######## design 1 ########
Fig. 1: design 1, pin map
The bar under the picture is 20 µm long. Pins as bars across the die edge, other pins in grey.
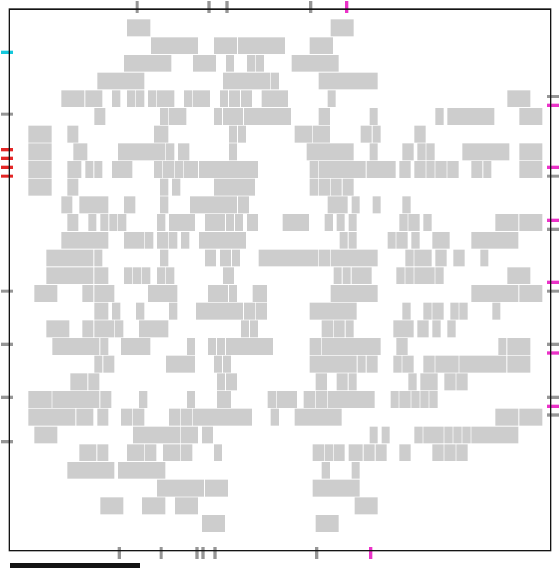

## config.mk

```make
export PLATFORM = sky130hd
export DESIGN_NAME = ts_bus_reader
export DESIGN_NICKNAME = d
export VERILOG_FILES = /design/src/rtl/ts_bus_reader.sv
export SDC_FILE = /design/constraint.sdc
export NUM_CORES = 1
export LEC_CHECK = 0
export ABC_AREA = 1
export CAP_MARGIN = 20
export CORE_UTILIZATION = 30
export CTS_BUF_LIST = sky130_fd_sc_hd__clkbuf_16
export DETAILED_ROUTE_END_ITERATION = 7
export GPL_TIMING_DRIVEN = 1
export PLACE_DENSITY_LB_ADDON = 0.1
export REMOVE_ABC_BUFFERS = 1
export SYNTH_ARGS = -nofsm -noshare
export SYNTH_HDL_FRONTEND = slang
export SYNTH_SLANG_ARGS = --single-unit
```

## constraint.sdc

```tcl
create_clock -name clk -period 2.4 [get_ports clk]
set_input_delay 0.48 -clock clk [delete_from_list [all_inputs] [get_ports clk]]
set_output_delay 0.48 -clock clk [all_outputs]
set_load 0.05 [all_outputs]
```

## src/rtl/ts_bus_reader.sv

```systemverilog
// -----------------------------------------------------------------------------
// ts_bus_reader
//
// Master-side initiator for the shared single-bit tri-state bus. A read request
// names a base address and a bit count. The block walks consecutive addresses
// (8-bit wrap) on bus_adrs and holds each address for SETTLE_CYC cycles. It
// samples bus_data on the last edge of each window and packs the samples LSB
// first into rd_data. rd_valid pulses for one cycle when the word is complete.
//
// Ports:
//   clk        in   rising-edge clock
//   rst_n      in   synchronous active-low reset
//   req        in   start request, only looked at while idle
//   req_adrs   in   [7:0]  first bus address of the transaction
//   req_len    in   [LEN_W-1:0] bit count; 0 or > MAX_BITS means MAX_BITS
//   busy       out  transaction in progress
//   bus_adrs   out  [7:0]  address driven onto the shared bus
//   bus_data   in   data line as seen by the master (pulled down when undriven)
//   rd_valid   out  one-cycle pulse, rd_data complete
//   rd_data    out  [MAX_BITS-1:0] assembled word, first address in bit 0
//   dbg_state  out  current FSM state (0 = IDLE, 1 = SETTLE)
//
// Handshake: req is a level that is sampled only on edges where the FSM is
// IDLE. There is no ready output. Requests that arrive while busy=1 are
// dropped. rd_valid has no back-pressure. The word in rd_data stays stable
// from rd_valid until the next accepted request.
// -----------------------------------------------------------------------------
module ts_bus_reader #(
  parameter int          MAX_BITS   = 8,
  parameter int          SETTLE_CYC = 2,
  parameter logic [7:0]  IDLE_ADRS  = 8'hFF,
  localparam int         LEN_W      = $clog2(MAX_BITS + 1),
  localparam int         CNT_W      = $clog2(SETTLE_CYC + 1)
) (
  input  logic                clk,
  input  logic                rst_n,
  input  logic                req,
  input  logic [7:0]          req_adrs,
  input  logic [LEN_W-1:0]    req_len,
  output logic                busy,
  output logic [7:0]          bus_adrs,
  input  logic                bus_data,
  output logic                rd_valid,
  output logic [MAX_BITS-1:0] rd_data,
  output logic                dbg_state
);

  typedef enum logic {
    ST_IDLE   = 1'b0,
    ST_SETTLE = 1'b1
  } state_t;

  localparam logic [LEN_W-1:0] LEN_MAX  = LEN_W'(MAX_BITS);
  localparam logic [CNT_W-1:0] CNT_LAST = CNT_W'(SETTLE_CYC - 1);

  // Registered state
  state_t                r_state;
  logic [7:0]            r_cur_adrs;
  logic [7:0]            r_bus_adrs;
  logic [LEN_W-1:0]      r_len;
  logic [LEN_W-1:0]      r_bit_idx;
  logic [CNT_W-1:0]      r_cnt;
  logic [MAX_BITS-1:0]   r_rd_data;
  logic                  r_busy;
  logic                  r_rd_valid;

  // Next-state values
  state_t                w_state_nxt;
  logic [7:0]            w_cur_adrs_nxt;
  logic [7:0]            w_bus_adrs_nxt;
  logic [LEN_W-1:0]      w_len_nxt;
  logic [LEN_W-1:0]      w_bit_idx_nxt;
  logic [CNT_W-1:0]      w_cnt_nxt;
  logic [MAX_BITS-1:0]   w_rd_data_nxt;
  logic                  w_busy_nxt;
  logic                  w_rd_valid_nxt;

  // Helper decodes
  logic [LEN_W-1:0]      w_eff_len;
  logic                  w_last_cnt;
  logic                  w_last_bit;

  // A zero length or a length above MAX_BITS reads a full word.
  assign w_eff_len  = ((req_len == '0) || (req_len > LEN_MAX)) ? LEN_MAX : req_len;
  assign w_last_cnt = (r_cnt == CNT_LAST);
  assign w_last_bit = (r_bit_idx == (r_len - LEN_W'(1)));

  // ---------------------------------------------------------------------------
  // Next-state / datapath logic
  // ---------------------------------------------------------------------------
  always_comb begin
    w_state_nxt    = r_state;
    w_cur_adrs_nxt = r_cur_adrs;
    w_bus_adrs_nxt = r_bus_adrs;
    w_len_nxt      = r_len;
    w_bit_idx_nxt  = r_bit_idx;
    w_cnt_nxt      = r_cnt;
    w_rd_data_nxt  = r_rd_data;
    w_busy_nxt     = r_busy;
    w_rd_valid_nxt = 1'b0;

    case (r_state)
      ST_IDLE: begin
        w_bus_adrs_nxt = IDLE_ADRS;
        if (req) begin
          w_cur_adrs_nxt = req_adrs;
          w_bus_adrs_nxt = req_adrs;
          w_len_nxt      = w_eff_len;
          w_bit_idx_nxt  = '0;
          w_cnt_nxt      = '0;
          w_rd_data_nxt  = '0;
          w_busy_nxt     = 1'b1;
          w_state_nxt    = ST_SETTLE;
        end
      end

      ST_SETTLE: begin
        w_bus_adrs_nxt = r_cur_adrs;
        w_cnt_nxt      = r_cnt + CNT_W'(1);
        if (w_last_cnt) begin
          // The settle window ends here. Sample the line into the current bit slot.
          w_cnt_nxt = '0;
          for (int i = 0; i < MAX_BITS; i++) begin
            if (r_bit_idx == LEN_W'(i)) begin
              w_rd_data_nxt[i] = bus_data;
            end
          end
          if (w_last_bit) begin
            w_bus_adrs_nxt = IDLE_ADRS;
            w_busy_nxt     = 1'b0;
            w_rd_valid_nxt = 1'b1;
            w_state_nxt    = ST_IDLE;
          end else begin
            // 8-bit increment wraps FF -> 00 naturally.
            w_bit_idx_nxt  = r_bit_idx + LEN_W'(1);
            w_cur_adrs_nxt = r_cur_adrs + 8'd1;
            w_bus_adrs_nxt = r_cur_adrs + 8'd1;
          end
        end
      end

      default: begin
        w_state_nxt    = ST_IDLE;
        w_bus_adrs_nxt = IDLE_ADRS;
        w_busy_nxt     = 1'b0;
      end
    endcase
  end

  // ---------------------------------------------------------------------------
  // State register
  // ---------------------------------------------------------------------------
  always_ff @(posedge clk) begin
    if (!rst_n) begin
      r_state    <= ST_IDLE;
      r_cur_adrs <= '0;
      r_bus_adrs <= IDLE_ADRS;
      r_len      <= '0;
      r_bit_idx  <= '0;
      r_cnt      <= '0;
      r_rd_data  <= '0;
      r_busy     <= 1'b0;
      r_rd_valid <= 1'b0;
    end else begin
      r_state    <= w_state_nxt;
      r_cur_adrs <= w_cur_adrs_nxt;
      r_bus_adrs <= w_bus_adrs_nxt;
      r_len      <= w_len_nxt;
      r_bit_idx  <= w_bit_idx_nxt;
      r_cnt      <= w_cnt_nxt;
      r_rd_data  <= w_rd_data_nxt;
      r_busy     <= w_busy_nxt;
      r_rd_valid <= w_rd_valid_nxt;
    end
  end

  assign busy      = r_busy;
  assign bus_adrs  = r_bus_adrs;
  assign rd_valid  = r_rd_valid;
  assign rd_data   = r_rd_data;
  assign dbg_state = r_state;

  // ---------------------------------------------------------------------------
  // Embedded properties
  // ---------------------------------------------------------------------------
  // rd_valid never lasts more than one cycle.
  a_valid_pulse: assert property (@(posedge clk) disable iff (!rst_n)
    r_rd_valid |=> !r_rd_valid);

  // busy and rd_valid are never high together.
  a_valid_not_busy: assert property (@(posedge clk) disable iff (!rst_n)
    !(r_rd_valid && r_busy));

  // The idle address is on the bus whenever no transaction is running.
  a_idle_adrs: assert property (@(posedge clk) disable iff (!rst_n)
    !r_busy |-> (r_bus_adrs == IDLE_ADRS));

endmodule

```

######## design 2 ########
[src/rtl/wb_arbiter_if.sv]
// Writeback arbiter bus: ALU results, load returns, load issue and hazard query.
interface wb_arbiter_if #(
    parameter int unsigned XLEN = 32
);
    logic            alu_valid;
    logic [4:0]      alu_rd;
    logic [XLEN-1:0] alu_data;
    logic            ld_valid;
    logic            ld_ready;
    logic [4:0]      ld_rd;
    logic [XLEN-1:0] ld_data;
    logic            iss_ld;
    logic [4:0]      iss_rd;
    logic [4:0]      q_rs1;
    logic [4:0]      q_rs2;
    logic [4:0]      q_rd;
    logic            q_rs1_use;
    logic            q_rs2_use;
    logic            q_rd_use;
    logic            stall;
    logic [4:0]      rd;
    logic [XLEN-1:0] rd_data;
    logic            rd_we;

    modport master (
        output alu_valid, alu_rd, alu_data,
        output ld_valid, ld_rd, ld_data,
        output iss_ld, iss_rd,
        output q_rs1, q_rs2, q_rd, q_rs1_use, q_rs2_use, q_rd_use,
        input  ld_ready, stall, rd, rd_data, rd_we
    );

    modport slave (
        input  alu_valid, alu_rd, alu_data,
        input  ld_valid, ld_rd, ld_data,
        input  iss_ld, iss_rd,
        input  q_rs1, q_rs2, q_rd, q_rs1_use, q_rs2_use, q_rd_use,
        output ld_ready, stall, rd, rd_data, rd_we
    );
endinterface

[src/rtl/wb_arbiter.sv]
// Writeback arbiter: merges ALU results and buffered load returns onto the
// regfile write port and tracks outstanding loads for decode hazard stalls.
module wb_arbiter #(
    parameter int unsigned XLEN      = 32,
    parameter int unsigned LDQ_DEPTH = 2
) (
    input  logic         clk,
    input  logic         rst,
    wb_arbiter_if.slave  bus
);
    localparam int unsigned PTR_W = (LDQ_DEPTH > 1) ? $clog2(LDQ_DEPTH) : 1;
    localparam int unsigned CNT_W = PTR_W + 1;
    localparam int unsigned OUT_W = CNT_W + 6;

    logic [4:0]      rd_q, rd_d;
    logic [XLEN-1:0] rd_data_q, rd_data_d;
    logic            rd_we_q, rd_we_d;
    logic [31:0]     pend_q, pend_d;
    logic [CNT_W-1:0] cnt_q, cnt_d;
    logic [PTR_W-1:0] head_q, head_d, tail_q, tail_d;
    logic [4:0]      mem_rd_q [LDQ_DEPTH];
    logic [4:0]      mem_rd_d [LDQ_DEPTH];
    logic [XLEN-1:0] mem_data_q [LDQ_DEPTH];
    logic [XLEN-1:0] mem_data_d [LDQ_DEPTH];
    // High for the first cycle after reset: stale load returns are dropped
    logic            mask_q, mask_d;

    logic            fifo_empty_c, fifo_full_c, ld_ready_c, stall_c;
    logic            alu_wr_c, pop_c, bypass_c, push_c, ld_acc_c;
    logic [OUT_W-1:0] outstanding_c;

    // Handshake, write-select decode and hazard stall
    always_comb begin
        fifo_empty_c  = (cnt_q == CNT_W'(0));
        fifo_full_c   = (cnt_q == CNT_W'(LDQ_DEPTH));
        ld_ready_c    = !fifo_full_c;
        ld_acc_c      = bus.ld_valid && ld_ready_c && (bus.ld_rd != 5'd0) && !mask_q;
        alu_wr_c      = bus.alu_valid && (bus.alu_rd != 5'd0);
        pop_c         = !alu_wr_c && !fifo_empty_c;
        bypass_c      = !alu_wr_c && fifo_empty_c && ld_acc_c;
        push_c        = ld_acc_c && !bypass_c;
        outstanding_c = OUT_W'(cnt_q);
        for (int i = 0; i < 32; i++) begin
            outstanding_c = outstanding_c + OUT_W'(pend_q[i]);
        end
        stall_c = (bus.q_rs1_use && pend_q[bus.q_rs1])
                | (bus.q_rs2_use && pend_q[bus.q_rs2])
                | (bus.q_rd_use  && pend_q[bus.q_rd])
                | (bus.iss_ld && (outstanding_c >= OUT_W'(LDQ_DEPTH)));
    end

    // Next-state: write port, FIFO and scoreboard
    always_comb begin
        rd_d       = rd_q;
        rd_data_d  = rd_data_q;
        rd_we_d    = 1'b0;
        pend_d     = pend_q;
        cnt_d      = cnt_q;
        head_d     = head_q;
        tail_d     = tail_q;
        mem_rd_d   = mem_rd_q;
        mem_data_d = mem_data_q;
        mask_d     = 1'b0;

        if (alu_wr_c) begin
            rd_d      = bus.alu_rd;
            rd_data_d = bus.alu_data;
            rd_we_d   = 1'b1;
        end else if (pop_c) begin
            rd_d      = mem_rd_q[head_q];
            rd_data_d = mem_data_q[head_q];
            rd_we_d   = 1'b1;
            pend_d[mem_rd_q[head_q]] = 1'b0;
            head_d    = head_q + PTR_W'(1);
        end else if (bypass_c) begin
            rd_d      = bus.ld_rd;
            rd_data_d = bus.ld_data;
            rd_we_d   = 1'b1;
            pend_d[bus.ld_rd] = 1'b0;
        end

        if (push_c) begin
            mem_rd_d[tail_q]   = bus.ld_rd;
            mem_data_d[tail_q] = bus.ld_data;
            tail_d             = tail_q + PTR_W'(1);
        end
        cnt_d = cnt_q + CNT_W'(push_c) - CNT_W'(pop_c);

        // A new issue to the same register wins over a same-cycle clear
        if (bus.iss_ld && !stall_c && (bus.iss_rd != 5'd0)) begin
            pend_d[bus.iss_rd] = 1'b1;
        end
        pend_d[0] = 1'b0;
    end

    // State registers with synchronous reset
    always_ff @(posedge clk) begin
        if (rst) begin
            rd_q      <= 5'd0;
            rd_data_q <= XLEN'(0);
            rd_we_q   <= 1'b0;
            pend_q    <= 32'd0;
            cnt_q     <= CNT_W'(0);
            head_q    <= PTR_W'(0);
            tail_q    <= PTR_W'(0);
            mask_q    <= 1'b1;
            for (int i = 0; i < int'(LDQ_DEPTH); i++) begin
                mem_rd_q[i]   <= 5'd0;
                mem_data_q[i] <= XLEN'(0);
            end
        end else begin
            rd_q       <= rd_d;
            rd_data_q  <= rd_data_d;
            rd_we_q    <= rd_we_d;
            pend_q     <= pend_d;
            cnt_q      <= cnt_d;
            head_q     <= head_d;
            tail_q     <= tail_d;
            mask_q     <= mask_d;
            mem_rd_q   <= mem_rd_d;
            mem_data_q <= mem_data_d;
        end
    end

    assign bus.rd       = rd_q;
    assign bus.rd_data  = rd_data_q;
    assign bus.rd_we    = rd_we_q;
    assign bus.ld_ready = ld_ready_c;
    assign bus.stall    = stall_c;

    // ALU must never target a register with an outstanding load
    ap_alu_no_pend: assert property (@(posedge clk) disable iff (rst)
        alu_wr_c |-> !pend_q[bus.alu_rd]);

    // Every load return must match an outstanding load
    ap_ld_pend: assert property (@(posedge clk) disable iff (rst || mask_q)
        (bus.ld_valid && ld_ready_c && (bus.ld_rd != 5'd0)) |-> pend_q[bus.ld_rd]);
endmodule

[src/flat_wrapper.sv]
// flat-port wrapper written by rule: the top's interface ports become plain ports
module wb_arbiter_flat 
#(
    parameter int unsigned XLEN      = 32,
    parameter int unsigned LDQ_DEPTH = 2
)
  (clk, rst, bus_alu_valid, bus_alu_rd, bus_alu_data, bus_ld_valid, bus_ld_rd, bus_ld_data, bus_iss_ld, bus_iss_rd, bus_q_rs1, bus_q_rs2, bus_q_rd, bus_q_rs1_use, bus_q_rs2_use, bus_q_rd_use, bus_ld_ready, bus_stall, bus_rd, bus_rd_data, bus_rd_we);
  wb_arbiter_if #(.XLEN(XLEN)) bus_i ();
  input  logic clk;
  input  logic rst;
  input wire logic [$bits(bus_i.alu_valid)-1:0] bus_alu_valid;
  input wire logic [$bits(bus_i.alu_rd)-1:0] bus_alu_rd;
  input wire logic [$bits(bus_i.alu_data)-1:0] bus_alu_data;
  input wire logic [$bits(bus_i.ld_valid)-1:0] bus_ld_valid;
  input wire logic [$bits(bus_i.ld_rd)-1:0] bus_ld_rd;
  input wire logic [$bits(bus_i.ld_data)-1:0] bus_ld_data;
  input wire logic [$bits(bus_i.iss_ld)-1:0] bus_iss_ld;
  input wire logic [$bits(bus_i.iss_rd)-1:0] bus_iss_rd;
  input wire logic [$bits(bus_i.q_rs1)-1:0] bus_q_rs1;
  input wire logic [$bits(bus_i.q_rs2)-1:0] bus_q_rs2;
  input wire logic [$bits(bus_i.q_rd)-1:0] bus_q_rd;
  input wire logic [$bits(bus_i.q_rs1_use)-1:0] bus_q_rs1_use;
  input wire logic [$bits(bus_i.q_rs2_use)-1:0] bus_q_rs2_use;
  input wire logic [$bits(bus_i.q_rd_use)-1:0] bus_q_rd_use;
  output wire logic [$bits(bus_i.ld_ready)-1:0] bus_ld_ready;
  output wire logic [$bits(bus_i.stall)-1:0] bus_stall;
  output wire logic [$bits(bus_i.rd)-1:0] bus_rd;
  output wire logic [$bits(bus_i.rd_data)-1:0] bus_rd_data;
  output wire logic [$bits(bus_i.rd_we)-1:0] bus_rd_we;
  assign bus_i.alu_valid = bus_alu_valid;
  assign bus_i.alu_rd = bus_alu_rd;
  assign bus_i.alu_data = bus_alu_data;
  assign bus_i.ld_valid = bus_ld_valid;
  assign bus_i.ld_rd = bus_ld_rd;
  assign bus_i.ld_data = bus_ld_data;
  assign bus_i.iss_ld = bus_iss_ld;
  assign bus_i.iss_rd = bus_iss_rd;
  assign bus_i.q_rs1 = bus_q_rs1;
  assign bus_i.q_rs2 = bus_q_rs2;
  assign bus_i.q_rd = bus_q_rd;
  assign bus_i.q_rs1_use = bus_q_rs1_use;
  assign bus_i.q_rs2_use = bus_q_rs2_use;
  assign bus_i.q_rd_use = bus_q_rd_use;
  assign bus_ld_ready = bus_i.ld_ready;
  assign bus_stall = bus_i.stall;
  assign bus_rd = bus_i.rd;
  assign bus_rd_data = bus_i.rd_data;
  assign bus_rd_we = bus_i.rd_we;
  wb_arbiter #(.XLEN(XLEN), .LDQ_DEPTH(LDQ_DEPTH)) u_core (.clk(clk), .rst(rst), .bus(bus_i));
endmodule
[config.mk]
export PLATFORM = sky130hd
export DESIGN_NAME = wb_arbiter_flat
export DESIGN_NICKNAME = d
export VERILOG_FILES = /design/src/rtl/wb_arbiter_if.sv /design/src/rtl/wb_arbiter.sv /design/src/flat_wrapper.sv
export SDC_FILE = /design/constraint.sdc
export NUM_CORES = 1
export LEC_CHECK = 0
export ABC_AREA = 1
export CAP_MARGIN = 15
export CORE_UTILIZATION = 35
export CTS_CLUSTER_DIAMETER = 50
export CTS_CLUSTER_SIZE = 12
export DETAILED_ROUTE_END_ITERATION = 10
export HOLD_SLACK_MARGIN = 0.06
export SYNTH_ARGS = -nofsm -noshare
export SYNTH_HDL_FRONTEND = slang
export SYNTH_SLANG_ARGS = --single-unit
[constraint.sdc]
create_clock -name clk -period 6 [get_ports clk]
set_input_delay 0.9 -clock clk [delete_from_list [all_inputs] [get_ports clk]]
set_output_delay 0.9 -clock clk [all_outputs]
set_load 0.1 [all_outputs]
Fig. 2: design 1, placed standard cells
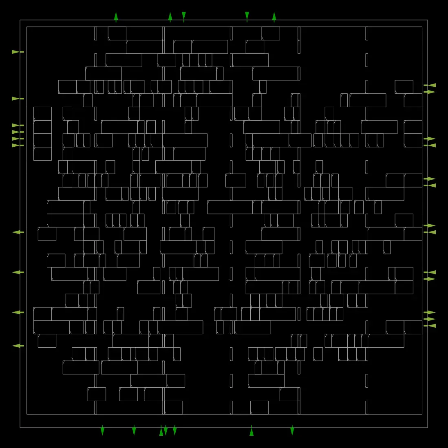
Flops: 37
FILL cells: 649
final std cells w/o fill: 391
Final Util: 39.7%
Seq/total area: 29.4%

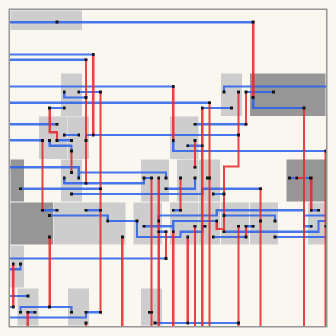
Fig. 3. Zoomed window (design 1).
Window x 52 to 72, y 52 to 72 µm. Cells in grey, sequential cells in the stronger grey; small squares are vias.
M2: shown in red. M1: shown in blue.
Netlist names of flops here include `bus_adrs` (1). 20 logic cells have their middle in the window. Sequential cells in the window: 1. Most frequent: nand2_1 (5).

About Fig. 1:
`req_len`: shown in red, pins 4, direction input, edge left. `clk`: shown in cyan, pins 1, direction input, edge left. `bus_adrs`: shown in magenta, pins 8, direction output, edge 6 right, 1 top, 1 bottom.
All pins by edge: 13 right, 10 left, 7 bottom, 5 top.
# port buffers: 34
Die Height: 83.0 µm
Chip Width: 83.0 µm

==> impl_metrics.env, design 1 <==
# physical design summary
export IMPL_outcome="finished clean"
export IMPL_area_delta_synth_final_pct=28.1
export IMPL_crit_arrival_ps=1540
export IMPL_cts_path_max_buffers=2
export IMPL_clock_sink_count=37
export IMPL_initial_utilization_pct=31.0
export IMPL_drv_slew=0
export IMPL_worst_pin_slew_ps=738
export IMPL_compound_area_share_pct=15.3
export IMPL_edf_count=0
export IMPL_ff_type="dfxtp_1"
export IMPL_met2_length_mm=2.23
export IMPL_seq_area_frac_synth_pct=37.6
export IMPL_path_clk_slew_ps=50
export IMPL_slew_headroom_pct=50.7
export IMPL_r2r_cells=10
export IMPL_fin_worst_skew_ps=1.47
export IMPL_slowest_delay_ps=840
export IMPL_fin_crit_ps=2020
export IMPL_htree_levels=2
export IMPL_wl_met3_um=148
export IMPL_ys_area_mm2=0.00197
export IMPL_drt_iter0_drc=55
export IMPL_top_area_share_pct=37.6
export IMPL_ys_cells=277
export IMPL_power_density_mw_per_mm2=627
export IMPL_power_top_group="sequential cells"
export IMPL_timing_hold_ws_ps=461
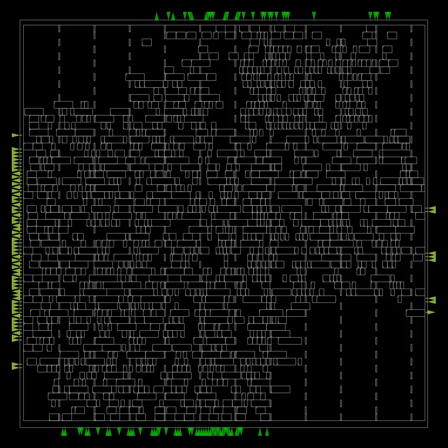
Fig. 4. Placed standard cells (design 2).
Cell Rows: 57
Tapcells: 324
FILL cells: 2574

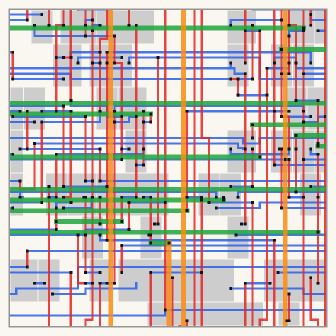
Fig. 5. Zoomed window (design 2).
Window x 110 to 130, y 110 to 130 µm. Cells in grey, sequential cells in the stronger grey; small squares are vias.
M3: shown in green. M2: shown in red. M4: shown in orange. M1: shown in blue.
37 logic cells have their middle in the window. Sequential cells in the window: 0. Most frequent: nand2_1 (19), nand3_1 (7), inv_1 (6).

==> impl_metrics.env, design 2 <==
# physical design summary
export IMPL_clock_sink_count=148
export IMPL_maxCapViolCount=0
export IMPL_path_clk_slew_ps=60
export IMPL_hold_viol_final=0
export IMPL_root_buffer="clkbuf_16"
export IMPL_p_clk_share_pct=28.2
export IMPL_violations="negative setup slack"
export IMPL_fin_ws_ps=-75.1
export IMPL_outcome="finished, violations left"
export IMPL_comb_share_pct=43.6
export IMPL_area_delta_synth_final_pct=23.8
export IMPL_synthArstFlopShare_pct=0
export IMPL_top_cell="nand2_1"
export IMPL_xor_share_pct=0.101
export IMPL_pwr_share_comb_pct=40.6
export IMPL_setup_viol_count_final=1
export IMPL_powerSeq_uw=1190
export IMPL_cts_path_max_buffers=2
export IMPL_synthAdderAreaFrac_pct=7.04
export IMPL_drt_iter0_drc=799
export IMPL_wl_met1_mm=12.4
export IMPL_fin_worst_skew_ps=11.4
export IMPL_grt_max_degree=72
export IMPL_fmax_mhz=165
export IMPL_grt_util_met3_pct=6.26


==> screenshots <==
Cell area per tile.
(a)
16 x 16 tiles, from white (low) to dark blue (high), 0 to 100% covered.
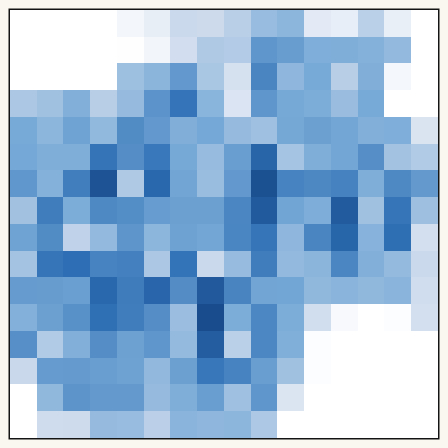
(b)
8 x 8 tiles, from white (low) to dark blue (high), 0 to 100% covered.
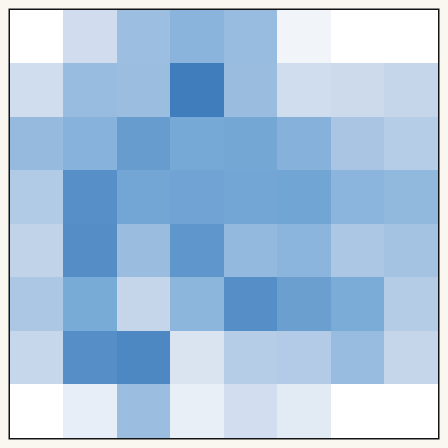
(b): design 1
(a): design 2

